######## design 1 ########
Design 1, wire density map:
Scale: 8 px per um. The die is cut into 9 by 9 equal tiles; dark blue is low, red is high, scaled to the fullest tile. Values are wire area over tile area, all layers added.
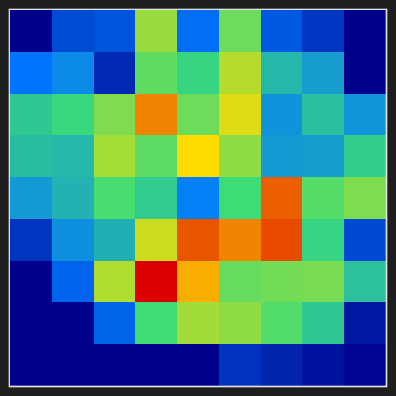

**config.mk**
```make
export PLATFORM = sky130hd
export DESIGN_NAME = inta_sequencer
export DESIGN_NICKNAME = d
export VERILOG_FILES = /design/src/rtl/pic_pkg.sv /design/src/rtl/pic_sync.sv /design/src/rtl/inta_sequencer.sv
export SDC_FILE = /design/constraint.sdc
export NUM_CORES = 1
export LEC_CHECK = 0
export CAP_MARGIN = 10
export CORE_MARGIN = 1.5
export CORE_UTILIZATION = 35
export CTS_CLUSTER_SIZE = 16
export DETAILED_ROUTE_END_ITERATION = 8
export GPL_TIMING_DRIVEN = 0
export SLEW_MARGIN = 20
export SYNTH_ARGS = -nofsm -noshare
export SYNTH_HDL_FRONTEND = slang
export SYNTH_HIERARCHICAL = 1
export SYNTH_SLANG_ARGS = --single-unit
export TNS_END_PERCENT = 5
```
**constraint.sdc**
```tcl
create_clock -name clk -period 1.65 [get_ports clk]
set_input_delay 0.33 -clock clk [delete_from_list [all_inputs] [get_ports clk]]
set_output_delay 0.33 -clock clk [all_outputs]
set_load 0.1 [all_outputs]
```
**src/rtl/pic_pkg.sv**
```systemverilog
// Shared definitions for the CPU-side interrupt acknowledge sequencer:
// FSM state encoding and the default INTA timing used by the PIC model.
package pic_pkg;

    // Acknowledge cycle states, 3-bit encoding
    typedef enum logic [2:0] {
        ST_IDLE = 3'd0,
        ST_ACK1 = 3'd1,
        ST_GAP  = 3'd2,
        ST_ACK2 = 3'd3,
        ST_VEC  = 3'd4
    } state_t;

    // Default timing shared with the PIC control model
    localparam int DEF_SYNC_STAGES      = 2;
    localparam int DEF_ACK_PULSE_CYCLES = 2;
    localparam int DEF_ACK_GAP_CYCLES   = 1;

    function automatic int max_int(input int a, input int b);
        return (a > b) ? a : b;
    endfunction

endpackage

```
**src/rtl/pic_sync.sv**
```systemverilog
// SYNC_STAGES-deep single-bit synchronizer with asynchronous active-low reset.
// A depth of 0 degenerates to a wire for same-clock sources.
module pic_sync #(
    parameter int SYNC_STAGES = 2
) (
    input  logic clk,
    input  logic reset_n,
    input  logic d,
    output logic q
);

    generate
        if (SYNC_STAGES == 0) begin : g_bypass
            logic unused_bypass;
            assign unused_bypass = clk ^ reset_n;
            assign q = d;
        end else begin : g_sync
            logic [SYNC_STAGES-1:0] sync_q;
            logic [SYNC_STAGES-1:0] sync_d;

            // Shift the input one stage deeper every clock
            always_comb begin
                sync_d[0] = d;
                for (int i = 1; i < SYNC_STAGES; i++) begin
                    sync_d[i] = sync_q[i-1];
                end
            end

            // Synchronizer flops, cleared asynchronously
            always_ff @(posedge clk or negedge reset_n) begin
                if (!reset_n) sync_q <= '0;
                else          sync_q <= sync_d;
            end

            assign q = sync_q[SYNC_STAGES-1];
        end
    endgenerate

endmodule

```
**src/rtl/inta_sequencer.sv**
```systemverilog
// CPU-side end of the PIC INT/INTA handshake. On a synchronized INT with
// interrupts enabled, drives two INTA pulses, captures the vector byte at the
// end of the second pulse and offers it to the core over valid/ready.
module inta_sequencer
    import pic_pkg::*;
#(
    parameter int SYNC_STAGES      = DEF_SYNC_STAGES,
    parameter int ACK_PULSE_CYCLES = DEF_ACK_PULSE_CYCLES,
    parameter int ACK_GAP_CYCLES   = DEF_ACK_GAP_CYCLES
) (
    input  logic       clk,
    input  logic       reset_n,
    input  logic       int_req,
    input  logic       int_enable,
    input  logic [7:0] data_in,
    output logic       int_ack,
    output logic       busy,
    output logic       vector_valid,
    output logic [7:0] vector,
    input  logic       vector_ready
);

    localparam int CNT_MAX = max_int(ACK_PULSE_CYCLES, ACK_GAP_CYCLES);
    localparam int CNT_W   = $clog2(CNT_MAX + 1);

    localparam logic [CNT_W-1:0] PULSE_LD = CNT_W'(ACK_PULSE_CYCLES);
    localparam logic [CNT_W-1:0] GAP_LD   = CNT_W'(ACK_GAP_CYCLES);
    localparam logic [CNT_W-1:0] CNT_ONE  = CNT_W'(1);

    generate
        if (ACK_PULSE_CYCLES < 1) begin : g_bad_pulse
            $error("inta_sequencer: ACK_PULSE_CYCLES must be >= 1");
        end
        if (ACK_GAP_CYCLES < 1) begin : g_bad_gap
            $error("inta_sequencer: ACK_GAP_CYCLES must be >= 1");
        end
        if (SYNC_STAGES < 0) begin : g_bad_sync
            $error("inta_sequencer: SYNC_STAGES must be >= 0");
        end
    endgenerate

    logic             int_req_s;
    state_t           state_q,  state_d;
    logic [CNT_W-1:0] cnt_q,    cnt_d;
    logic [7:0]       vector_q, vector_d;

    pic_sync #(
        .SYNC_STAGES (SYNC_STAGES)
    ) u_sync (
        .clk     (clk),
        .reset_n (reset_n),
        .d       (int_req),
        .q       (int_req_s)
    );

    // State, phase counter and vector register; reset drops INTA immediately
    always_ff @(posedge clk or negedge reset_n) begin
        if (!reset_n) begin
            state_q  <= ST_IDLE;
            cnt_q    <= '0;
            vector_q <= 8'h00;
        end else begin
            state_q  <= state_d;
            cnt_q    <= cnt_d;
            vector_q <= vector_d;
        end
    end

    // Next state, counter reload on each state entry, and Moore outputs
    always_comb begin
        state_d      = state_q;
        cnt_d        = cnt_q;
        vector_d     = vector_q;
        int_ack      = 1'b0;
        busy         = 1'b1;
        vector_valid = 1'b0;

        case (state_q)
            ST_IDLE: begin
                busy = 1'b0;
                // Only IDLE looks at int_enable; running sequences always finish
                if (int_req_s && int_enable) begin
                    state_d = ST_ACK1;
                    cnt_d   = PULSE_LD;
                end
            end
            ST_ACK1: begin
                int_ack = 1'b1;
                if (cnt_q == CNT_ONE) begin
                    state_d = ST_GAP;
                    cnt_d   = GAP_LD;
                end else begin
                    cnt_d = cnt_q - CNT_ONE;
                end
            end
            ST_GAP: begin
                if (cnt_q == CNT_ONE) begin
                    state_d = ST_ACK2;
                    cnt_d   = PULSE_LD;
                end else begin
                    cnt_d = cnt_q - CNT_ONE;
                end
            end
            ST_ACK2: begin
                int_ack = 1'b1;
                if (cnt_q == CNT_ONE) begin
                    // PIC is driving the vector during the last ACK2 cycle
                    state_d  = ST_VEC;
                    cnt_d    = '0;
                    vector_d = data_in;
                end else begin
                    cnt_d = cnt_q - CNT_ONE;
                end
            end
            ST_VEC: begin
                vector_valid = 1'b1;
                // Returning to IDLE guarantees one idle cycle before re-arming
                if (vector_ready) begin
                    state_d = ST_IDLE;
                    cnt_d   = '0;
                end
            end
            default: begin
                state_d = ST_IDLE;
                cnt_d   = '0;
            end
        endcase
    end

    assign vector = vector_q;

endmodule
```
######## design 2 ########
[config.mk]
export PLATFORM = sky130hd
export DESIGN_NAME = led_blink_multi
export DESIGN_NICKNAME = d
export VERILOG_FILES = /design/src/rtl/led_blink_pkg.sv /design/src/rtl/led_blink_chan.sv /design/src/rtl/led_blink_multi.sv
export SDC_FILE = /design/constraint.sdc
export NUM_CORES = 1
export LEC_CHECK = 0
export ABC_AREA = 1
export CORE_MARGIN = 2
export CORE_UTILIZATION = 35
export DETAILED_ROUTE_END_ITERATION = 7
export SYNTH_ARGS = -nofsm -noshare
export SYNTH_HDL_FRONTEND = slang
export SYNTH_HIERARCHICAL = 1
export SYNTH_SLANG_ARGS = --single-unit
[constraint.sdc]
create_clock -name CLK -period 3.2 [get_ports CLK]
set_clock_uncertainty 0.05 [all_clocks]
set_input_delay 0.64 -clock CLK [delete_from_list [all_inputs] [get_ports CLK]]
set_output_delay 0.64 -clock CLK [all_outputs]
set_load 0.01 [all_outputs]
[src/rtl/led_blink_pkg.sv]
// Shared types and helpers for the multi-channel LED blink sequencer.
package led_blink_pkg;

    typedef enum logic [1:0] {
        IDLE     = 2'd0,
        RUN      = 2'd1,
        COMPLETE = 2'd2
    } state_t;

    typedef enum logic {
        PH_FIRST  = 1'b0,
        PH_SECOND = 1'b1
    } phase_t;

    // Clock cycles per phase tick; the top refuses to elaborate unless this is exact and >= 2.
    function automatic int tick_cycles(input int clkfreq, input int tick_hz);
        return clkfreq / tick_hz;
    endfunction

endpackage

[src/rtl/led_blink_chan.sv]
// One blink channel: latches its programme on GO, then walks first/second phases
// on a private tick prescaler until the blink count is reached or ABORT arrives.
module led_blink_chan
    import led_blink_pkg::*;
#(
    parameter int TICK_CYC = 2,
    parameter int DW       = 5,
    parameter int RW       = 3
) (
    input  logic          CLK,
    input  logic          RST,
    input  logic          go,
    input  logic          abort,
    input  logic          start_on,
    input  logic [DW-1:0] on_dur,
    input  logic [DW-1:0] off_dur,
    input  logic [RW-1:0] rep,
    output logic          led,
    output logic          busy,
    output logic          done
);

    localparam int            PW         = $clog2(TICK_CYC);
    localparam logic [PW-1:0] PRESC_LAST = PW'(TICK_CYC - 1);

    state_t        state;
    phase_t        phase;
    logic [PW-1:0] presc;
    logic [DW-1:0] tick;
    logic [RW-1:0] blinks;
    logic [DW-1:0] on_q;
    logic [DW-1:0] off_q;
    logic [RW-1:0] rep_q;
    logic          start_on_q;
    logic          led_q;

    logic [DW-1:0] first_dur;
    logic [DW-1:0] second_dur;
    logic [DW-1:0] cur_dur;
    logic [DW-1:0] go_first_dur;
    logic [DW-1:0] go_second_dur;
    logic [RW-1:0] blinks_next;
    logic          all_zero;
    logic          tick_end;
    logic          phase_end;
    logic          last_blink;

    // Phase order follows START_ON; a zero-length phase is never entered, so
    // cur_dur is nonzero whenever a phase is live except in the all-zero run.
    always_comb begin
        first_dur     = start_on_q ? on_q  : off_q;
        second_dur    = start_on_q ? off_q : on_q;
        cur_dur       = (phase == PH_FIRST) ? first_dur : second_dur;
        go_first_dur  = start_on ? on_dur  : off_dur;
        go_second_dur = start_on ? off_dur : on_dur;
        all_zero      = (on_q == '0) && (off_q == '0);
        tick_end      = (presc == PRESC_LAST);
        phase_end     = tick_end && (tick == cur_dur - DW'(1));
        blinks_next   = blinks + RW'(1);
        last_blink    = (rep_q != '0) && (blinks_next == rep_q);
    end

    always_ff @(posedge CLK) begin
        if (RST) begin
            state      <= IDLE;
            phase      <= PH_FIRST;
            presc      <= '0;
            tick       <= '0;
            blinks     <= '0;
            on_q       <= '0;
            off_q      <= '0;
            rep_q      <= '0;
            start_on_q <= 1'b0;
            led_q      <= 1'b0;
        end else begin
            case (state)
                IDLE: begin
                    led_q <= 1'b0;
                    if (go && !abort) begin
                        state      <= RUN;
                        on_q       <= on_dur;
                        off_q      <= off_dur;
                        rep_q      <= rep;
                        start_on_q <= start_on;
                        presc      <= '0;
                        tick       <= '0;
                        blinks     <= '0;
                        if (go_first_dur != '0) begin
                            phase <= PH_FIRST;
                            led_q <= start_on;
                        end else begin
                            phase <= PH_SECOND;
                            led_q <= !start_on && (go_second_dur != '0);
                        end
                    end
                end

                RUN: begin
                    if (abort) begin
                        state <= IDLE;
                        led_q <= 1'b0;
                    end else if (all_zero) begin
                        state <= COMPLETE;
                        led_q <= 1'b0;
                    end else begin
                        if (tick_end) begin
                            presc <= '0;
                            tick  <= phase_end ? '0 : tick + DW'(1);
                        end else begin
                            presc <= presc + PW'(1);
                        end

                        // End of a phase: either move to the second phase or close out a blink.
                        if (phase_end) begin
                            if ((phase == PH_FIRST) && (second_dur != '0)) begin
                                phase <= PH_SECOND;
                                led_q <= !start_on_q;
                            end else begin
                                blinks <= blinks_next;
                                if (last_blink) begin
                                    state <= COMPLETE;
                                    led_q <= 1'b0;
                                end else if (first_dur != '0) begin
                                    phase <= PH_FIRST;
                                    led_q <= start_on_q;
                                end else begin
                                    phase <= PH_SECOND;
                                    led_q <= !start_on_q;
                                end
                            end
                        end
                    end
                end

                COMPLETE: begin
                    state <= IDLE;
                    led_q <= 1'b0;
                end

                default: begin
                    state <= IDLE;
                    led_q <= 1'b0;
                end
            endcase
        end
    end

    assign led  = led_q;
    assign busy = (state == RUN);
    assign done = (state == COMPLETE);

endmodule

[src/rtl/led_blink_multi.sv]
// CH independent blink channels between the lock controller and the board LEDs;
// the top only slices the packed programme buses and replicates the channel.
module led_blink_multi
    import led_blink_pkg::*;
#(
    parameter int CLKFREQ = 12000000,
    parameter int TICK_HZ = 10,
    parameter int CH      = 4,
    parameter int DW      = 5,
    parameter int RW      = 3
) (
    input  logic            CLK,
    input  logic            RST,
    input  logic [CH-1:0]   GO,
    input  logic [CH-1:0]   ABORT,
    input  logic [CH-1:0]   START_ON,
    input  logic [CH*DW-1:0] ON,
    input  logic [CH*DW-1:0] OFF,
    input  logic [CH*RW-1:0] REPEAT,
    output logic [CH-1:0]   LED,
    output logic [CH-1:0]   BUSY,
    output logic [CH-1:0]   DONE
);

    localparam int TICK_CYC = tick_cycles(CLKFREQ, TICK_HZ);

    // A fractional or sub-2 tick would make phase lengths silently wrong.
    generate
        if (((CLKFREQ % TICK_HZ) != 0) || (TICK_CYC < 2)) begin : g_bad_tick
            $error("led_blink_multi: CLKFREQ/TICK_HZ must be an integer >= 2");
        end
    endgenerate

    for (genvar i = 0; i < CH; i++) begin : g_chan
        led_blink_chan #(
            .TICK_CYC(TICK_CYC),
            .DW      (DW),
            .RW      (RW)
        ) u_chan (
            .CLK     (CLK),
            .RST     (RST),
            .go      (GO[i]),
            .abort   (ABORT[i]),
            .start_on(START_ON[i]),
            .on_dur  (ON[i*DW +: DW]),
            .off_dur (OFF[i*DW +: DW]),
            .rep     (REPEAT[i*RW +: RW]),
            .led     (LED[i]),
            .busy    (BUSY[i]),
            .done    (DONE[i])
        );
    end

endmodule
######## design 3 ########
### src/rtl/prf_read_arbiter.sv
// Per-bank round-robin arbitration of operand-collector register reads onto the
// PRF bank read ports, with one-cycle response routing back to the winner.
module prf_read_arbiter #(
    parameter int REQUESTER_COUNT     = 4,
    parameter int LOG_REQUESTER_COUNT = $clog2(REQUESTER_COUNT),
    parameter int PRF_BANK_COUNT      = 4,
    parameter int LOG_PRF_BANK_COUNT  = $clog2(PRF_BANK_COUNT),
    parameter int PR_WIDTH            = 7
) (
    input  logic                                                 CLK,
    input  logic                                                 nRST,
    input  logic [REQUESTER_COUNT-1:0]                           req_valid_by_requester,
    input  logic [REQUESTER_COUNT-1:0][LOG_PRF_BANK_COUNT-1:0]   req_bank_by_requester,
    input  logic [REQUESTER_COUNT-1:0][PR_WIDTH-1:0]             req_pr_by_requester,
    output logic [REQUESTER_COUNT-1:0]                           req_ready_by_requester,
    output logic [PRF_BANK_COUNT-1:0]                            prf_read_valid_by_bank,
    output logic [PRF_BANK_COUNT-1:0][PR_WIDTH-1:0]              prf_read_pr_by_bank,
    input  logic [PRF_BANK_COUNT-1:0]                            prf_read_ready_by_bank,
    input  logic [PRF_BANK_COUNT-1:0][31:0]                      prf_read_resp_data_by_bank,
    input  logic                                                 flush,
    output logic [REQUESTER_COUNT-1:0]                           reg_read_resp_valid_by_requester,
    output logic [REQUESTER_COUNT-1:0][31:0]                     reg_read_resp_data_by_requester
);

    localparam int IW = LOG_REQUESTER_COUNT;
    localparam logic [IW:0] RC_WIDE = (IW+1)'(REQUESTER_COUNT);

    logic [PRF_BANK_COUNT-1:0] bank_grant;
    logic [IW-1:0]             bank_grant_idx   [PRF_BANK_COUNT];
    logic [IW-1:0]             rr_ptr_reg       [PRF_BANK_COUNT];
    logic [IW-1:0]             rr_ptr_next      [PRF_BANK_COUNT];
    logic [PRF_BANK_COUNT-1:0] inflight_valid_reg;
    logic [IW-1:0]             inflight_req_reg [PRF_BANK_COUNT];

    genvar gi, gj;
    generate
        for (gi = 0; gi < PRF_BANK_COUNT; gi++) begin : g_bank
            logic [IW-1:0] cand_idx [REQUESTER_COUNT];
            logic          hit;
            logic [IW-1:0] hit_idx;

            // Candidate order: rr_ptr, rr_ptr+1, ... wrapping explicitly at REQUESTER_COUNT.
            for (gj = 0; gj < REQUESTER_COUNT; gj++) begin : g_off
                logic [IW:0] sum;
                logic [IW:0] sum_wrapped;
                assign sum         = {1'b0, rr_ptr_reg[gi]} + (IW+1)'(gj);
                assign sum_wrapped = sum - RC_WIDE;
                assign cand_idx[gj] = (sum >= RC_WIDE) ? sum_wrapped[IW-1:0] : sum[IW-1:0];
            end

            always_comb begin
                hit     = 1'b0;
                hit_idx = '0;
                for (int k = 0; k < REQUESTER_COUNT; k++) begin
                    if (!hit && req_valid_by_requester[cand_idx[k]] &&
                        req_bank_by_requester[cand_idx[k]] == LOG_PRF_BANK_COUNT'(gi)) begin
                        hit     = 1'b1;
                        hit_idx = cand_idx[k];
                    end
                end
            end

            assign bank_grant[gi]     = hit & prf_read_ready_by_bank[gi] & nRST;
            assign bank_grant_idx[gi] = hit_idx;
            assign rr_ptr_next[gi]    = (hit_idx == IW'(REQUESTER_COUNT-1)) ? '0 : hit_idx + 1'b1;

            assign prf_read_valid_by_bank[gi] = bank_grant[gi];
            assign prf_read_pr_by_bank[gi]    = bank_grant[gi] ? req_pr_by_requester[hit_idx] : '0;

            always_ff @(posedge CLK or negedge nRST) begin
                if (!nRST) begin
                    rr_ptr_reg[gi]         <= '0;
                    inflight_valid_reg[gi] <= 1'b0;
                    inflight_req_reg[gi]   <= '0;
                end else begin
                    if (bank_grant[gi])
                        rr_ptr_reg[gi] <= rr_ptr_next[gi];
                    inflight_valid_reg[gi] <= bank_grant[gi] & ~flush;
                    inflight_req_reg[gi]   <= hit_idx;
                end
            end
        end

        for (gi = 0; gi < REQUESTER_COUNT; gi++) begin : g_req
            logic        ready_hit;
            logic        resp_hit;
            logic [31:0] resp_data;

            // Each requester targets one bank, so at most one bank matches here.
            always_comb begin
                ready_hit = 1'b0;
                resp_hit  = 1'b0;
                resp_data = '0;
                for (int b = 0; b < PRF_BANK_COUNT; b++) begin
                    if (bank_grant[b] && bank_grant_idx[b] == IW'(gi))
                        ready_hit = 1'b1;
                    if (nRST && !flush && inflight_valid_reg[b] && inflight_req_reg[b] == IW'(gi)) begin
                        resp_hit  = 1'b1;
                        resp_data = prf_read_resp_data_by_bank[b];
                    end
                end
            end

            assign req_ready_by_requester[gi]           = ready_hit;
            assign reg_read_resp_valid_by_requester[gi] = resp_hit;
            assign reg_read_resp_data_by_requester[gi]  = resp_data;
        end
    endgenerate

endmodule

### config.mk
export PLATFORM = sky130hd
export DESIGN_NAME = prf_read_arbiter
export DESIGN_NICKNAME = d
export VERILOG_FILES = /design/src/rtl/prf_read_arbiter.sv
export SDC_FILE = /design/constraint.sdc
export NUM_CORES = 1
export LEC_CHECK = 0
export CAP_MARGIN = 5
export CORE_AREA = 2 2 135 137
export CTS_CLUSTER_DIAMETER = 100
export DETAILED_ROUTE_END_ITERATION = 7
export DIE_AREA = 0 0 137 139
export GPL_ROUTABILITY_DRIVEN = 0
export GPL_TIMING_DRIVEN = 0
export PLACE_DENSITY = 0.82
export SETUP_SLACK_MARGIN = 0.05
export SLEW_MARGIN = 20
export SYNTH_ARGS = -nofsm -noshare
export SYNTH_HDL_FRONTEND = slang
export SYNTH_SLANG_ARGS = --single-unit
### constraint.sdc
create_clock -name CLK -period 2.2 [get_ports CLK]
set_input_delay 0.22 -clock CLK [delete_from_list [all_inputs] [get_ports CLK]]
set_output_delay 0.22 -clock CLK [all_outputs]
set_load 0.02 [all_outputs]
Design 2, signal wires on met2:
Scale: 2 px per um.
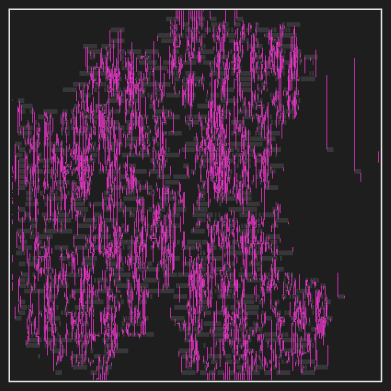
The longest straight run is 56.4 um. The layer carries 12500 um of wire. The layer holds 45% of the routed length. The wires run mostly vertical. 1495 nets have wire on it.

==> flow_summary.ini, design 2 <==
; implementation run metrics
[setup_path]
cp_slowest_cell = dfxtp_1
endpoint = g_chan[0].u_chan/phase
worstPathCellList = inv_2 -> nand2_1 -> nand3_1 -> nand2_1 -> ha_1 -> xnor2_1 -> nor2_1 -> nand3_1 -> nor2_1 -> nand2_2 -> nand2_2 -> nand3_1 -> nand2_1 -> nor2_1
cp_max_fo = 12
slowest_delay_ps = 590
worstSetupPathDepth = 14
reg2reg_depth = 14
cp_top_family = simple AND/OR/NAND/NOR gates
r2r_setup_slack_ps = 700
path_class = register to register
end_kind = register

[layout]
dominant_cells = logic gates
inverters = 228
fin_area_um2 = 13200
fill_cells = 3418
comb_area_um2 = 6600
drive_gt1_frac = 0.113
largest_register = g_chan.u_chan/presc
ff_count = 188
largest_register_ffs = 84
layout.nonclk_buf_frac = 0.0651
layout_top_cells = 400 x nand2_1, 232 x nor2_1, 188 x dfxtp_1
clock_cell_area_share = 0.0439

[timing]
setup_slack_ps = 699
holdWs_ps = 427
fin_crit_sh = 0.782
rsz0062_at_grt = false
setup_viol = 0
max_freq_mhz = 400
tightest_slew_ps = 492
relSlewSlack = 0.670

[logic_synthesis]
numSynthFlops = 188
ys_chip_area_um2 = 11500
yosysTopAreaCell = dfxtp_1
synth_cell_types = 43
floorplan.nets = 1842
ys.flop_type = dfxtp_1
syn-instance-count = 1760
postSynthSeqShare = 0.327
yosysTopAreaCellShare = 0.327
ys.warnings.count = 6

[global_route]
track_usage = 0.167
grt_overflow_total = 0
antenna_found_initial = 0
grt_pass1_wl_um = 48200
grt_use_met2 = 0.278

[flow_run]
maxCapViolCount = 0
warning_count = 26

[min_path]
whs_path_depth = 2
hold_path.class = register to register

[clock_network]
post_cts_resized = 0
cts_tree = yes
cts_setup_buffers = 0
htree_levels = 4
cts_root_buf = clkbuf_16

[floorplan]
rows = 66
io_pins = 78

[placed_design]
routabilityCongestion = 0.853

[drt]
vias_per_cell = 4.88
routed-via-count = 11100

[status]
status = complete, no violations
[design 2: logic make-up after synthesis]
logic type	Yosys count	share of synthesized area
and+or+nand+nor	980	0.397
xor gates and xnor gates	32	0.0243
DFF	188	0.327
AOI/OAI and AO/OA	276	0.134
buffers and inverters	268	0.100
adders and majority gates	16	0.0174
[design 2: worst reg2reg max path: cells and delay by family (launching register included)]
family / cells / cell delay, ps
and+or+nand+nor: 11 / 1190
adders and majority gates: 1 / 260
buffers and inverters: 1 / 210
DFF: 1 / 590
xor gates and xnor gates: 1 / 130
Design 1, I/O pins on the die edge:
Scale: 10 px per um. Pins as bars across the die edge, other pins in grey.
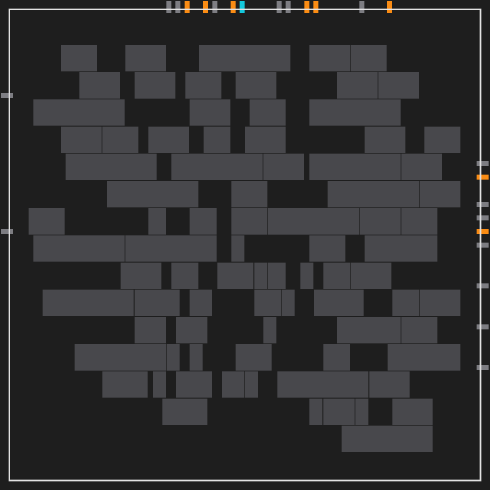
Key: orange = `vector` [pins 8, direction output, edge 6 north, 2 east]; cyan = `int_enable` [pins 1, direction input, edge north]
All pins by edge: 13 north, 9 east, 2 west.

Notes on 'wire density map' of design 1 above:
15% of the tiles are nearly empty. The mean over all tiles is 0.085. The emptiest ninth of the die: south-west.

==> flow_summary.ini, design 1 <==
; implementation run metrics
[status]
status = finished with violations
violations = negative setup slack

[setup_path]
cp_max_fo = 4
cp_top_family = simple AND/OR/NAND/NOR gates
worstSetupPathDepth = 3
slowest_delay_ps = 390
required_ps = 1320
path_class = register to output port
crit_start = state_q[2]
cp_slowest_cell = or3_4
end_kind = output port
cp.arrival_ps = 1350
critPathBufInv = 2
worstPathCellList = buf_6 -> or3_4 -> buf_12

[min_path]
whs_path_depth = 0

[clock_network]
post_cts_resized = 46
cts_setup_buffers = 0
cts_root_buf = clkbuf_4
path_clk_slew_ps = 90
cts_sinks = 15
insertion_delay_ps = 270
cts_hold_buf = 0

[logic_synthesis]
async_flop_share = 1.00
yosysTopAreaCellShare = 0.555
numSynthFlops = 15
ys_cells = 52
synthesis.area_um2 = 677
ys.warnings.count = 6
syn-instance-count = 52
syn_area_per_cell_um2 = 13.0
ys.flop_type = dfrtp_1
xor_share = 0.0129
ys_top_logic_family = multiplexers

[layout]
seq_share = 0.359
fin_area_um2 = 1040
final_util = 0.592
layout_top_cells = 15 x dfrtp_1, 12 x clkdlybuf4s50_1, 9 x mux2_2
inverters = 4
comb_cells = 31
nNetsFinal = 100
layout.nonclk_buf_frac = 0.301
n_antenna_cell = 0
lay_top_count = dfrtp_1
nNonClkBuffers = 29
area_growth_pct = 54.3
comb_area_um2 = 282
flop_area_um2 = 375

[floorplan]
fp_util = 0.384
rows = 15
dieArea_um2 = 2210

[timing]
setup_slack_ps = -28.9
maxSlewViolCount = 0
max_freq_mhz = 596
setup_viol = 1
tightest_slew_ps = 660
fin_crit_sh = 1.02

[drt]
wl_um = 1190
wire_per_inst_um = 11.0
ant_nets = 0
vias_per_cell = 4.54

[placed_design]
dpl.hpwl_um = 902
postPlaceCellArea_um2 = 938

[global_route]
grt_max_degree = 16
grt_overflow_total = 0
grt_pass1_wl_um = 1930

[flow_run]
maxCapViolCount = 0
## design 1: metrics by stage
stage / setup TNS (ps) / std cells / hold slack (ps)
after global routing: -87.2 / 108 / 364
after floorplan: -13.9 / 52 / 34.4
final: -28.9 / 108 / 356
after CTS: -122 / 104 / 357
after detailed placement: -2680 / 100 / 335
after global placement: -2620 / 100 / 332
## design 1: layer usage
layer  routed length [um]  global-route usage
met1                  540               0.172
met2                  572               0.184
met3                   62              0.0269
met4                   12              0.0667
met5                    0                   0
Design 3, routing congestion:
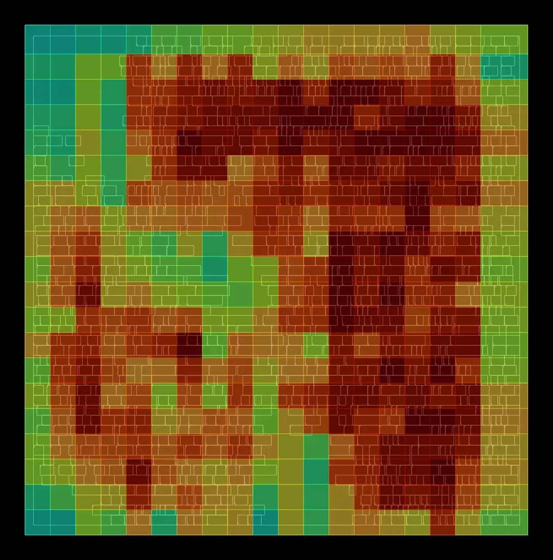
met3 Use GR: 0.109
met1 GRT Util: 0.416
Core Util, Final: 0.758
GR peak layer: met2
grt met2 use: 0.599

==> flow_summary.ini, design 3 <==
; implementation run metrics
[layout]
clock_cell_area_share = 0.00785
inverters = 6
seq_share = 0.0382
nNetsFinal = 1549
flop_area_um2 = 512
layout.cells.non_filler = 1593
dominant_cells = logic gates

[logic_synthesis]
ys_top_cells_by_count = 188 x o21ai_0, 143 x nand2_1, 134 x a221oi_1, 69 x clkbuf_1, 49 x mux2i_1
ys.flop_type = dfrtp_1
floorplan.nets = 1068
ys_top_cells_by_area = a221oi_1 20%, o21ai_0 16%, nand2_1 9.2%
synthesis.area_um2 = 5830
simple_gate_area_frac = 0.218
ys_top_logic_family = AND-OR/OR-AND gates

[timing]
relSlewSlack = 0.383
fin_tns_setup_ps = -17910
setup_viol = 120
setup_slack_ps = -354

[setup_path]
end_kind = output port
slowest_delay_ps = 440
crit_start = rr_ptr_reg[3]
required_ps = 1980

[drt]
drt-met1-wl_um = 14300
drt-initial-drc-count = 1651

[global_route]
track_usage = 0.364
grt_pass1_vias = 9898
antenna_found_initial = 1

[clock_network]
cts_root_buf = clkbuf_16
cts_hold_buf = 1

[status]
status = finished with violations
violations = negative setup slack
==> design 3: cells in the final DEF (no fill, tap or decap), drive strengths merged, types with 6 or more instances in the layout <==
cell type and count:
buf 361, ha 10, o21a 7, nand4 6, o22a 6, nand3b 11, nand3 7, nor3b 8
a221oi 136, clkdlybuf4s50 162, inv 6, o21ai 199, mux2i 49, nor2 41, dfrtp 20, clkbuf 49
nand2 143, a21oi 10, o31ai 32, nand2b 9, o22ai 21

######## design 4 ########
Design 4, signal wires on met3:
Scale: 4 px per um.
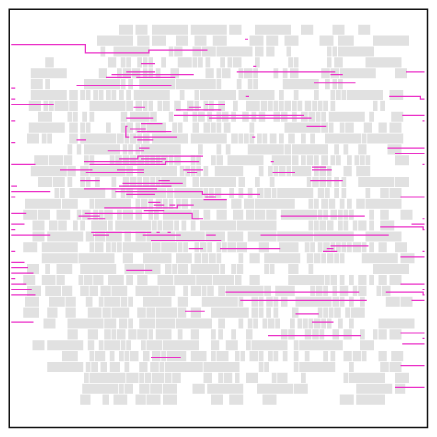

<file path="config.mk">
export PLATFORM = sky130hd
export DESIGN_NAME = iter_shift_unit
export DESIGN_NICKNAME = d
export VERILOG_FILES = /design/src/rtl/iter_shift_unit.sv
export SDC_FILE = /design/constraint.sdc
export NUM_CORES = 1
export LEC_CHECK = 0
export ABC_AREA = 1
export CAP_MARGIN = 20
export CORE_MARGIN = 3
export CORE_UTILIZATION = 46
export CTS_CLUSTER_DIAMETER = 200
export DETAILED_ROUTE_END_ITERATION = 7
export PLACE_DENSITY_LB_ADDON = 0.12
export SETUP_SLACK_MARGIN = 0.05
export SYNTH_ARGS = -nofsm -noshare
export SYNTH_HDL_FRONTEND = slang
export SYNTH_SLANG_ARGS = --single-unit
</file>
<file path="constraint.sdc">
create_clock -name clk -period 1.6 [get_ports clk]
set_input_delay 0.4 -clock clk [delete_from_list [all_inputs] [get_ports clk]]
set_output_delay 0.4 -clock clk [all_outputs]
set_load 0.02 [all_outputs]
</file>
<file path="src/rtl/iter_shift_unit.sv">
// Iterative SLL/SRL/SRA shifter: one bit per cycle, or four bits per cycle when SHIFT_STEP4_EN is defined.
// Latency: n+1 cycles from start to done (n = shamt[SHW-1:0]). Start is ignored while busy; flush aborts.
module iter_shift_unit #(
  parameter int WIDTH = 32,
  parameter int SHW   = 5
) (
  input  logic             clk,
  input  logic             rst_n,
  input  logic             start,
  input  logic             flush,
  input  logic [1:0]       op,
  input  logic [WIDTH-1:0] data_in,
  input  logic [31:0]      shamt,
  output logic             busy,
  output logic             done,
  output logic [WIDTH-1:0] result
);

  typedef enum logic [1:0] {
    IDLE  = 2'd0,
    SHIFT = 2'd1,
    DONE  = 2'd2
  } state_t;

  localparam logic [1:0] OP_SLL = 2'b00;
  localparam logic [1:0] OP_SRL = 2'b01;
  localparam logic [1:0] OP_SRA = 2'b10;
  localparam logic [1:0] OP_RSV = 2'b11;

  state_t           state_q, state_d;
  logic [WIDTH-1:0] work_q, work_d;
  logic [WIDTH-1:0] result_q, result_d;
  logic [SHW-1:0]   count_q, count_d;
  logic [1:0]       op_q, op_d;

  // Upper shift-amount bits are sign-extension from the extender and carry no information.
  logic unused_shamt;
  assign unused_shamt = ^shamt[31:SHW];

  function automatic logic [WIDTH-1:0] shift_by(input logic [WIDTH-1:0] v,
                                                input logic [1:0]       o,
                                                input int unsigned      k);
    logic [WIDTH-1:0] r;
    case (o)
      OP_SLL:  r = v << k;
      OP_SRL:  r = v >> k;
      OP_SRA:  r = WIDTH'($signed(v) >>> k);
      default: r = v;
    endcase
    return r;
  endfunction

  always_comb begin
    state_d  = state_q;
    work_d   = work_q;
    result_d = result_q;
    count_d  = count_q;
    op_d     = op_q;
    if (flush) begin
      state_d = IDLE;
    end else begin
      case (state_q)
        IDLE: begin
          if (start) begin
            work_d  = data_in;
            op_d    = op;
            count_d = (op == OP_RSV) ? '0 : shamt[SHW-1:0];
            if (count_d == '0) begin
              state_d  = DONE;
              result_d = data_in;
            end else begin
              state_d = SHIFT;
            end
          end
        end
        SHIFT: begin
`ifdef SHIFT_STEP4_EN
          if (count_q >= SHW'(4)) begin
            work_d  = shift_by(work_q, op_q, 4);
            count_d = count_q - SHW'(4);
          end else begin
            work_d  = shift_by(work_q, op_q, 1);
            count_d = count_q - SHW'(1);
          end
`else
          work_d  = shift_by(work_q, op_q, 1);
          count_d = count_q - SHW'(1);
`endif
          // Result is captured on the same edge that enters DONE.
          if (count_d == '0) begin
            state_d  = DONE;
            result_d = work_d;
          end
        end
        DONE:    state_d = IDLE;
        default: state_d = IDLE;
      endcase
    end
  end

  always_ff @(posedge clk or negedge rst_n) begin
    if (!rst_n) begin
      state_q  <= IDLE;
      work_q   <= '0;
      result_q <= '0;
      count_q  <= '0;
      op_q     <= OP_SLL;
    end else begin
      state_q  <= state_d;
      work_q   <= work_d;
      result_q <= result_d;
      count_q  <= count_d;
      op_q     <= op_d;
    end
  end

  assign busy   = (state_q != IDLE);
  assign done   = (state_q == DONE) && !flush;
  assign result = result_q;

endmodule

</file>
######## design 5 ########
===== src/rtl/led_mode_ctrl.sv =====
// led_mode_ctrl
// Front-end control for the 8-bit running-light pattern generator.
// Synchronises and debounces three active-low push-buttons, holds the display
// mode (OFF/A/B/C), the speed index and the run/pause flag, and produces a
// one-cycle step strobe at STEP_DIV >> speed cycles per step.

module led_mode_ctrl #(
    parameter int DEB_CNT  = 1_000_000,
    parameter int STEP_DIV = 2_500_000,
    parameter int CNT_W    = 26
) (
    input  logic       clk,
    input  logic       res,
    input  logic [2:0] key_n,
    output logic       a,
    output logic       b,
    output logic       c,
    output logic       step,
    output logic [1:0] mode,
    output logic [1:0] speed,
    output logic       run
);

    typedef enum logic [1:0] {
        M_OFF = 2'd0,
        M_A   = 2'd1,
        M_B   = 2'd2,
        M_C   = 2'd3
    } mode_t;

    localparam logic [CNT_W-1:0] DEB_LAST  = CNT_W'(DEB_CNT - 1);
    localparam logic [CNT_W-1:0] STEP_BASE = CNT_W'(STEP_DIV);

    // key synchroniser stages
    logic [2:0]       s1;
    logic [2:0]       s2;

    // debounce state: accepted level, stability counter and press pulse per key
    logic [2:0]       acc;
    logic [2:0]       ev;
    logic [CNT_W-1:0] deb_cnt [3];

    mode_t            state;

    // step divider
    logic [CNT_W-1:0] div_cnt;
    logic [CNT_W-1:0] period;
    logic             any_ev;

    // two-flop synchroniser, released (1) level out of reset
    always_ff @(posedge clk or posedge res) begin
        if (res) begin
            s1 <= '1;
            s2 <= '1;
        end else begin
            s1 <= key_n;
            s2 <= s1;
        end
    end

    // per-key debounce; a press pulse fires only on the accepted 1->0 transition
    always_ff @(posedge clk or posedge res) begin
        if (res) begin
            acc <= '1;
            ev  <= '0;
            for (int unsigned i = 0; i < 3; i++) begin
                deb_cnt[i] <= '0;
            end
        end else begin
            for (int unsigned i = 0; i < 3; i++) begin
                ev[i] <= 1'b0;
                if (s2[i] == acc[i]) begin
                    deb_cnt[i] <= '0;
                end else if (deb_cnt[i] == DEB_LAST) begin
                    acc[i]     <= s2[i];
                    deb_cnt[i] <= '0;
                    // acc was 1 here means the new level is 0: a press
                    ev[i]      <= acc[i];
                end else begin
                    deb_cnt[i] <= deb_cnt[i] + 1'b1;
                end
            end
        end
    end

    // mode FSM with registered one-hot selects, advanced by key0 presses
    always_ff @(posedge clk or posedge res) begin
        if (res) begin
            state <= M_OFF;
            a     <= 1'b0;
            b     <= 1'b0;
            c     <= 1'b0;
        end else if (ev[0]) begin
            case (state)
                M_OFF: begin
                    state <= M_A;
                    a     <= 1'b1;
                    b     <= 1'b0;
                    c     <= 1'b0;
                end
                M_A: begin
                    state <= M_B;
                    a     <= 1'b0;
                    b     <= 1'b1;
                    c     <= 1'b0;
                end
                M_B: begin
                    state <= M_C;
                    a     <= 1'b0;
                    b     <= 1'b0;
                    c     <= 1'b1;
                end
                default: begin
                    state <= M_OFF;
                    a     <= 1'b0;
                    b     <= 1'b0;
                    c     <= 1'b0;
                end
            endcase
        end
    end

    assign mode = state;

    // speed index (key1, wraps 3->0) and run/pause toggle (key2)
    always_ff @(posedge clk or posedge res) begin
        if (res) begin
            speed <= 2'd0;
            run   <= 1'b1;
        end else begin
            if (ev[1]) begin
                speed <= speed + 2'd1;
            end
            if (ev[2]) begin
                run <= ~run;
            end
        end
    end

    // current step period for the registered speed index
    always_comb begin
        period = STEP_BASE >> speed;
    end

    assign any_ev = |ev;

    // step divider; any key event restarts the period and beats a coincident terminal count
    always_ff @(posedge clk or posedge res) begin
        if (res) begin
            div_cnt <= '0;
            step    <= 1'b0;
        end else begin
            step <= 1'b0;
            // run toggles also restart: pausing holds 0 anyway and resuming carries nothing over
            if (any_ev || !run || (state == M_OFF)) begin
                div_cnt <= '0;
            end else if (div_cnt == period - 1'b1) begin
                div_cnt <= '0;
                step    <= 1'b1;
            end else begin
                div_cnt <= div_cnt + 1'b1;
            end
        end
    end

endmodule


===== config.mk =====
export PLATFORM = sky130hd
export DESIGN_NAME = led_mode_ctrl
export DESIGN_NICKNAME = d
export VERILOG_FILES = /design/src/rtl/led_mode_ctrl.sv
export SDC_FILE = /design/constraint.sdc
export NUM_CORES = 1
export LEC_CHECK = 0
export CORE_MARGIN = 3
export CORE_UTILIZATION = 51
export CTS_CLUSTER_DIAMETER = 150
export DETAILED_ROUTE_END_ITERATION = 10
export PLACE_DENSITY = 0.76
export SLEW_MARGIN = 30
export SYNTH_ARGS = -nofsm -noshare
export SYNTH_HDL_FRONTEND = slang
export SYNTH_SLANG_ARGS = --single-unit

===== constraint.sdc =====
create_clock -name clk -period 4.7 [get_ports clk]
set_input_delay 0.94 -clock clk [delete_from_list [all_inputs] [get_ports clk]]
set_output_delay 0.94 -clock clk [all_outputs]
set_load 0.01 [all_outputs]

######## design 6 ########
File: src/rtl/memory_stage.sv
// Memory stage: EX/MEM and MEM/WB registers plus a bounded-wait request/ready data-memory port.
// One cycle EX/MEM -> MEM/WB when no access is pending; stall holds the front end while an access waits.
module memory_stage #(
  parameter int TIMEOUT = 16
) (
  input  logic        clk,
  input  logic        reset,
  input  logic        IRegWrite,
  input  logic        IMemWrite,
  input  logic        IMemRead,
  input  logic        IRegStore,
  input  logic [15:0] IPCP2,
  input  logic [15:0] IALUResult,
  input  logic [15:0] I3rdArg,
  input  logic [15:0] IRd,
  input  logic        flush,
  output logic        stall,
  output logic        dmem_req,
  output logic        dmem_we,
  output logic [15:0] dmem_addr,
  output logic [15:0] dmem_wdata,
  input  logic [15:0] dmem_rdata,
  input  logic        dmem_ready,
  output logic        mem_fault,
  output logic [15:0] ALUResultMEM,
  output logic [15:0] rdMEM,
  output logic        RegWriteMEM,
  output logic        MemReadMEM,
  output logic        ORegWrite,
  output logic        ORegStore,
  output logic [15:0] OPCP2,
  output logic [15:0] OALUResult,
  output logic [15:0] loadDataWB,
  output logic [15:0] ORd
);

  typedef enum logic {IDLE, ACCESS} state_t;

  localparam logic [7:0] LAST_WAIT = 8'(TIMEOUT - 1);

  state_t      state, stateNext;
  logic [7:0]  waitCnt, waitCntNext;
  logic        memWriteMEM, regStoreMEM;
  logic [15:0] pcp2MEM, arg3MEM;
  logic        loadIsMemOp;

  always_ff @(posedge clk) begin
    if (reset) begin
      state   <= IDLE;
      waitCnt <= 8'd0;
    end else begin
      state   <= stateNext;
      waitCnt <= waitCntNext;
    end
  end

  always_comb begin
    stall       = 1'b0;
    mem_fault   = 1'b0;
    dmem_req    = 1'b0;
    dmem_we     = 1'b0;
    dmem_addr   = 16'h0000;
    dmem_wdata  = 16'h0000;
    stateNext   = state;
    waitCntNext = waitCnt;
    loadIsMemOp = !flush && (IMemRead || IMemWrite);

    if (state == ACCESS) begin
      dmem_req   = 1'b1;
      dmem_we    = memWriteMEM;
      dmem_addr  = ALUResultMEM;
      dmem_wdata = arg3MEM;
      // Ready takes priority over the last allowed wait cycle.
      if (dmem_ready || waitCnt == LAST_WAIT) begin
        mem_fault = !dmem_ready;
      end else begin
        stall       = 1'b1;
        waitCntNext = waitCnt + 8'd1;
      end
    end

    if (!stall) begin
      stateNext   = loadIsMemOp ? ACCESS : IDLE;
      waitCntNext = 8'd0;
    end
  end

  always_ff @(posedge clk) begin
    if (reset) begin
      RegWriteMEM  <= 1'b0;
      memWriteMEM  <= 1'b0;
      MemReadMEM   <= 1'b0;
      regStoreMEM  <= 1'b0;
      pcp2MEM      <= 16'h0000;
      ALUResultMEM <= 16'h0000;
      arg3MEM      <= 16'h0000;
      rdMEM        <= 16'h0000;
    end else if (!stall) begin
      RegWriteMEM  <= IRegWrite && !flush;
      memWriteMEM  <= IMemWrite && !flush;
      MemReadMEM   <= IMemRead && !flush;
      regStoreMEM  <= IRegStore && !flush;
      pcp2MEM      <= IPCP2;
      ALUResultMEM <= IALUResult;
      arg3MEM      <= I3rdArg;
      rdMEM        <= IRd;
    end
  end

  // While stalled only the control bits drop, so the waiting entry is never written back twice.
  always_ff @(posedge clk) begin
    if (reset) begin
      ORegWrite  <= 1'b0;
      ORegStore  <= 1'b0;
      OPCP2      <= 16'h0000;
      OALUResult <= 16'h0000;
      loadDataWB <= 16'h0000;
      ORd        <= 16'h0000;
    end else if (stall) begin
      ORegWrite <= 1'b0;
      ORegStore <= 1'b0;
    end else begin
      ORegWrite  <= RegWriteMEM && !mem_fault;
      ORegStore  <= regStoreMEM;
      OPCP2      <= pcp2MEM;
      OALUResult <= ALUResultMEM;
      ORd        <= rdMEM;
      if (mem_fault)
        loadDataWB <= 16'hFFFF;
      else if (MemReadMEM && !memWriteMEM)
        loadDataWB <= dmem_rdata;
      else
        loadDataWB <= 16'h0000;
    end
  end

endmodule

File: config.mk
export PLATFORM = sky130hd
export DESIGN_NAME = memory_stage
export DESIGN_NICKNAME = d
export VERILOG_FILES = /design/src/rtl/memory_stage.sv
export SDC_FILE = /design/constraint.sdc
export NUM_CORES = 1
export LEC_CHECK = 0
export CAP_MARGIN = 15
export CORE_ASPECT_RATIO = 0.6
export CORE_MARGIN = 10
export CORE_UTILIZATION = 44
export DETAILED_ROUTE_END_ITERATION = 7
export HOLD_SLACK_MARGIN = 0.12
export PLACE_DENSITY = 0.85
export SLEW_MARGIN = 20
export SYNTH_ARGS = -nofsm -noshare
export SYNTH_HDL_FRONTEND = slang
export SYNTH_SLANG_ARGS = --single-unit
File: constraint.sdc
create_clock -name clk -period 2.4 [get_ports clk]
set_input_delay 0.48 -clock clk [delete_from_list [all_inputs] [get_ports clk]]
set_output_delay 0.48 -clock clk [all_outputs]
set_load 0.01 [all_outputs]

==> screenshots <==
I/O pins on the die edge.
shot_01.png
Scale: 3 px per um. Pins as bars across the die edge, other pins in grey.
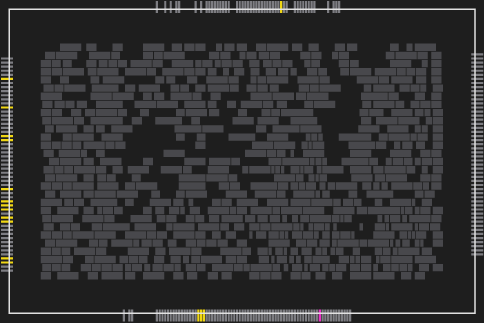
shot_02.png
Scale: 4 px per um. Pins as bars across the die edge, other pins in grey.
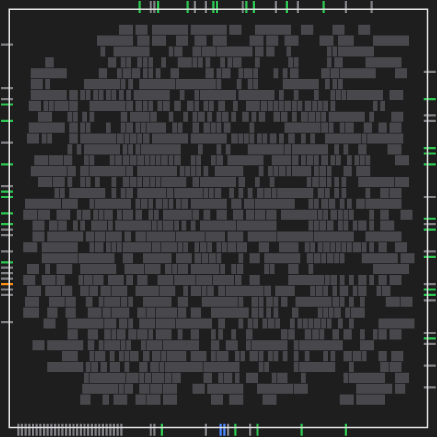
shot_03.png
Scale: 4 px per um. Pins as bars across the die edge, other pins in grey.
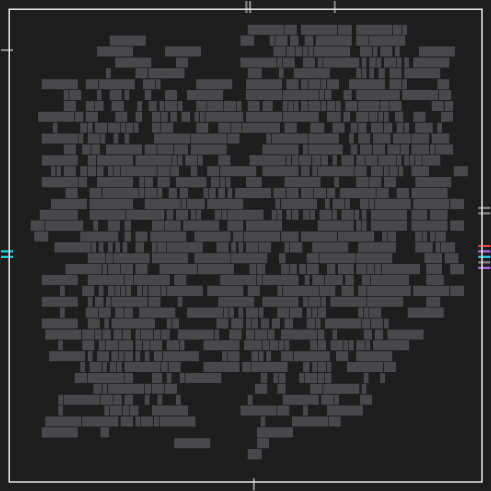
The one with the fewest pins is shot_03.png.
The one with the most pins is shot_01.png.
shot_03.png -> design 5
shot_02.png -> design 4
shot_01.png -> design 6

Key to shot_01.png:
Key: magenta = `mem_fault` [pins 1, direction output, edge south]; yellow = `ORd` [pins 16, direction output, edge 12 west, 3 south, 1 north]
All pins by edge: 74 south, 53 west, 50 east, 47 north.

Design 6, signal wires on met3:
Scale: 3 px per um.
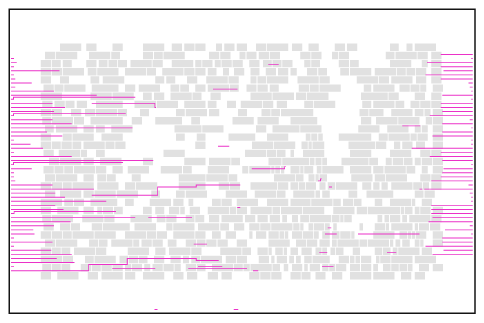
The wires run mostly horizontal. The longest straight run is 47.1 um. 119 nets have wire on it. The layer carries 1470 um of wire. The layer holds 9.5% of the routed length.

==> flow_summary.ini, design 6 <==
; implementation run metrics
[status]
status = complete, no violations

[floorplan]
coreArea_um2 = 10600

[global_route]
top_usage_layer = met2

[setup_path]
cp_top_family = simple AND/OR/NAND/NOR gates
cp_max_fo = 6
r2r_setup_slack_ps = 480
reg2reg_depth = 5

[timing]
setup_viol = 0

[power]
p_leak_nw = 2.98
top_power_group = clock
pwr-share-seq = 0.428

[logic_synthesis]
ys.flop_type = dfxtp_1

[layout]
dominant_cells = sequential cells
seq_share = 0.366
comb_share = 0.220
layout.nonclk_buf_frac = 0.302

[drt]
wire_per_inst_um = 19.6
vias_per_cell = 5.27

[clock_network]
path_clk_slew_ps = 60
cts_tree = yes
==> design 6: how the worst min path moves through the flow <==
| stage | slack (ps) | endpoint | cells past startpoint | startpoint |
|---|---|---|---|---|
| final | 450 | waitCnt[0] | 1 | waitCnt[0] |
| after global routing | 490 | regStoreMEM | 1 | regStoreMEM |
| after CTS | 440 | waitCnt[0] | 1 | waitCnt[0] |
| after detailed placement | 440 | waitCnt[0] | 1 | waitCnt[0] |
| after global placement | 430 | waitCnt[0] | 1 | waitCnt[0] |
| after floorplan | 420 | waitCnt[0] | 1 | waitCnt[0] |
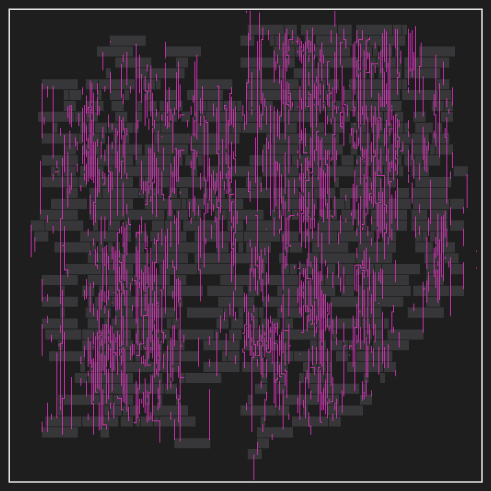
Design 5: signal wires on met2
Scale: 4 px per um.
The layer carries 6030 um of wire. The layer holds 50% of the routed length. The wires run mostly vertical. The longest straight run is 42.5 um.
routed wire length: 12200 um
grt met2 use: 0.306
via count: 4476

Design 5, wire density map:
Scale: 3 px per um. The die is cut into 24 by 24 equal tiles; dark blue is low, red is high, scaled to the fullest tile. Values are wire area over tile area, all layers added.
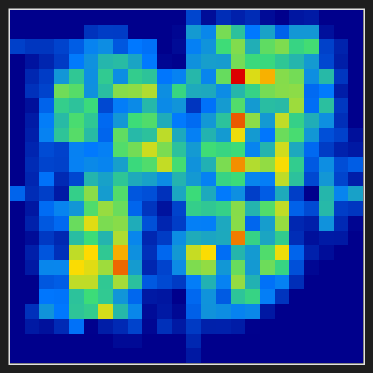
15% of the tiles are over half the peak. 24% of the tiles are nearly empty. The densest ninth of the die: centre. The emptiest ninth of the die: south-east.

==> flow_summary.ini, design 5 <==
; implementation run metrics
[drt]
top_layer_used = met4
dr.pass1.iters = 4
drcViolationCount = 0
dr_wl_met2_um = 6030
wire_per_inst_um = 14.7

[global_route]
top_usage_layer = met2
met3_usage = 0.0442

[timing]
setup_viol = 0
tightest_slew_ps = 847
setup_slack_ps = 2110

[placed_design]
postPlaceCellArea_um2 = 6600
dp.cells = 795

[setup_path]
slowest_delay_ps = 510
cp.arrival_ps = 2870
required_ps = 4980
endpoint = div_cnt[12]
worstPathCellList = inv_1 -> ha_1 -> inv_1 -> ha_1 -> a31o_2 -> a2111oi_2 -> a31o_2 -> nor2_1
worstSetupPathDepth = 8
cp_top_family = AND-OR/OR-AND gates

[layout]
comb_share = 0.415
nNetsFinal = 669
n_clock_buffer = 17
fill_cells = 1011

[floorplan]
dieArea_um2 = 13900
die_w_um = 118

[power]
clock_net_power_mw = 1.40
p_leak_nw = 3.07

[status]
status = complete, no violations

[clock_network]
cts_buffers = 17
cts_hold_buf = 0
insertion_delay_ps = 420
post_cts_resized = 0

[logic_synthesis]
synth_cell_types = 46
syn-instance-count = 629
simple_gate_area_frac = 0.254
ys_top_cells_by_count = 120 x nor2_1, 115 x dfrtp_1, 71 x xor2_1, 44 x xnor2_1, 42 x nand3_1

[flow_run]
warning_count = 36
maxCapViolCount = 0

[min_path]
holdPathEnd = s2[0]
[design 5: placed cells by master (no fill, tap or decap), types with 3 or more instances in the layout]
cell             count
nor2_1             120
dfrtp_1            115
xor2_1              71
xnor2_1             44
nand3_1             42
nand4_1             36
nand2_1             32
inv_1               25
ha_1                18
clkbuf_16           17
nor3_1              15
nor4_1              14
and3_1              13
clkdlybuf4s50_1     13
dfstp_2             10
and4_1               6
mux2_2               6
clkinv_4             6
nor4b_1              5
and2_1               5
inv_6                4
bufinv_16            4
o21ai_0              3
Design 4, wire density map:
Scale: 4 px per um. The die is cut into 21 by 21 equal tiles; dark blue is low, red is high, scaled to the fullest tile. Values are wire area over tile area, all layers added.
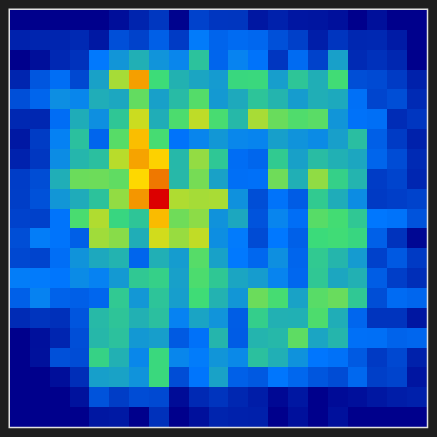
The fullest tile reaches 0.79. 7.7% of the tiles are nearly empty. 13% of the tiles are over half the peak. The densest ninth of the die: centre. The mean over all tiles is 0.21.

About 'signal wires on met3' of design 4:
The layer holds 7.3% of the routed length. The longest straight run is 33.1 um. The layer carries 1040 um of wire. 100 nets have wire on it.
via count: 4901
met3 Use GR: 0.0379
routed wire length: 14300 um

==> flow_summary.ini, design 4 <==
; implementation run metrics
[status]
status = finished with violations
violations = negative setup slack

[power]
swShare = 0.473
pg_comb_mw = 7.65
max-vdd-ir-drop_mv = 1.07
pwr-share-clk = 0.118
p_leak_nw = 3.18

[timing]
setup_slack_ps = -115
fin_tns_setup_ps = -2180
setup_viol = 34
maxSlewViolCount = 0

[logic_synthesis]
ys_top_cells_by_area = dfrtp_1 41%, nand2_1 23%, nand3_1 11%
ys_sh_adder = 0.00564
mux_share = 0
yosysTopAreaCell = dfrtp_1
yosysTopAreaCellShare = 0.412
ys_top_cells_by_count = 266 x nand2_1, 99 x nor2_1, 98 x nand3_1, 73 x dfrtp_1, 32 x nand4_1
synth.most_common_cell = nand2_1
numSynthFlops = 73
floorplan.nets = 737

[global_route]
antenna_found_initial = 0

[setup_path]
cp.arrival_ps = 1960
reg2reg_to = result[17]
cp_slowest_cell = dfrtp_1
required_ps = 1840

[min_path]
whs_path_depth = 2

[clock_network]
path_clk_slew_ps = 80
insertion_delay_ps = 350
cts_root_buf = clkbuf_8

[drt]
drt-initial-drc-count = 422
dr.pass1.iters = 5

[floorplan]
dieArea_um2 = 10900
fp_util = 0.476
io_pins = 104
die_h_um = 104
die_w_um = 104

[placed_design]
port_buffers = 76
dp.cells = 864
postPlaceCellArea_um2 = 5510

[layout]
area_growth_pct = 43.1
ff_count = 73
n_clock_buffer = 11
fin_area_um2 = 6350
[design 4: state kept, by name, indices dropped and copies added, names as in the netlist]
signal	cells
count_q	5
op_q	2
work_q	32
result	32
state_q	2
[design 4: how the worst max path moves through the flow]
stage,cells after the start,endpoint,slack [ps]
finish,13,result[17],-120
global route,10,result[16],-210
CTS,13,result[30],-60
detailed placement,3,done,-470
global placement,3,done,-420
floorplan,12,result[1],50
[design 4: metal layers]
layer  wire length (um)  vias to the layer above  global-route usage
met3               1040                       25              0.0379
met4                263                        0              0.0988
met2               6860                      220               0.392
li1                   -                     2370                   -
met5                  0                        -                   0
met1               6120                     2286               0.353


==> notes/layouts.md <==
Pictures saved along the way, in no particular order.

Signal wires on met3.
Plate I
Scale: 4 px per um.
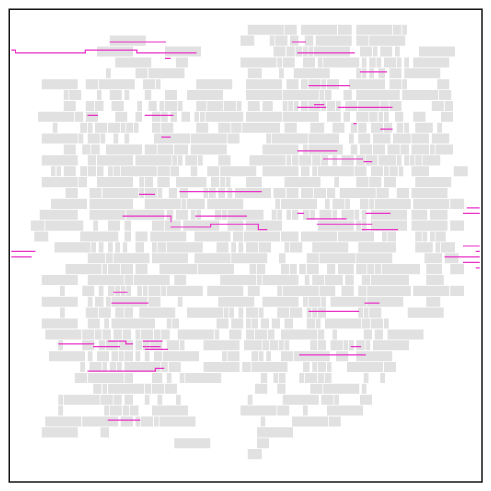
Plate II
Scale: 10 px per um.
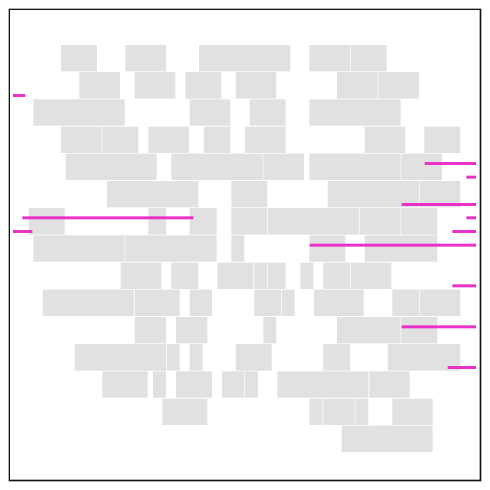
Plate III
Scale: 3 px per um.
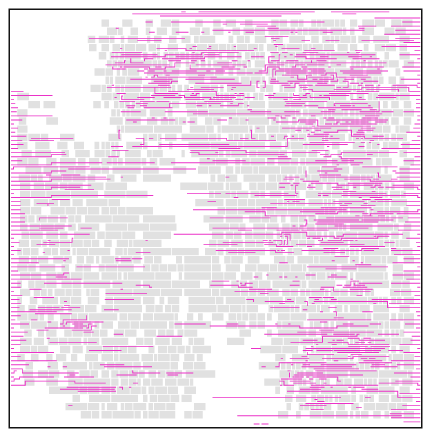
Plate IV
Scale: 2 px per um.
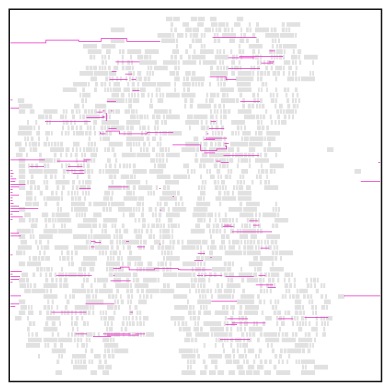
| from | picture |
|---|---|
| design 5 | Plate I |
| design 1 | Plate II |
| design 3 | Plate III |
| design 2 | Plate IV |
- smallest die: Plate II
- largest die: Plate IV

Power and IR drop assume default switching activity.
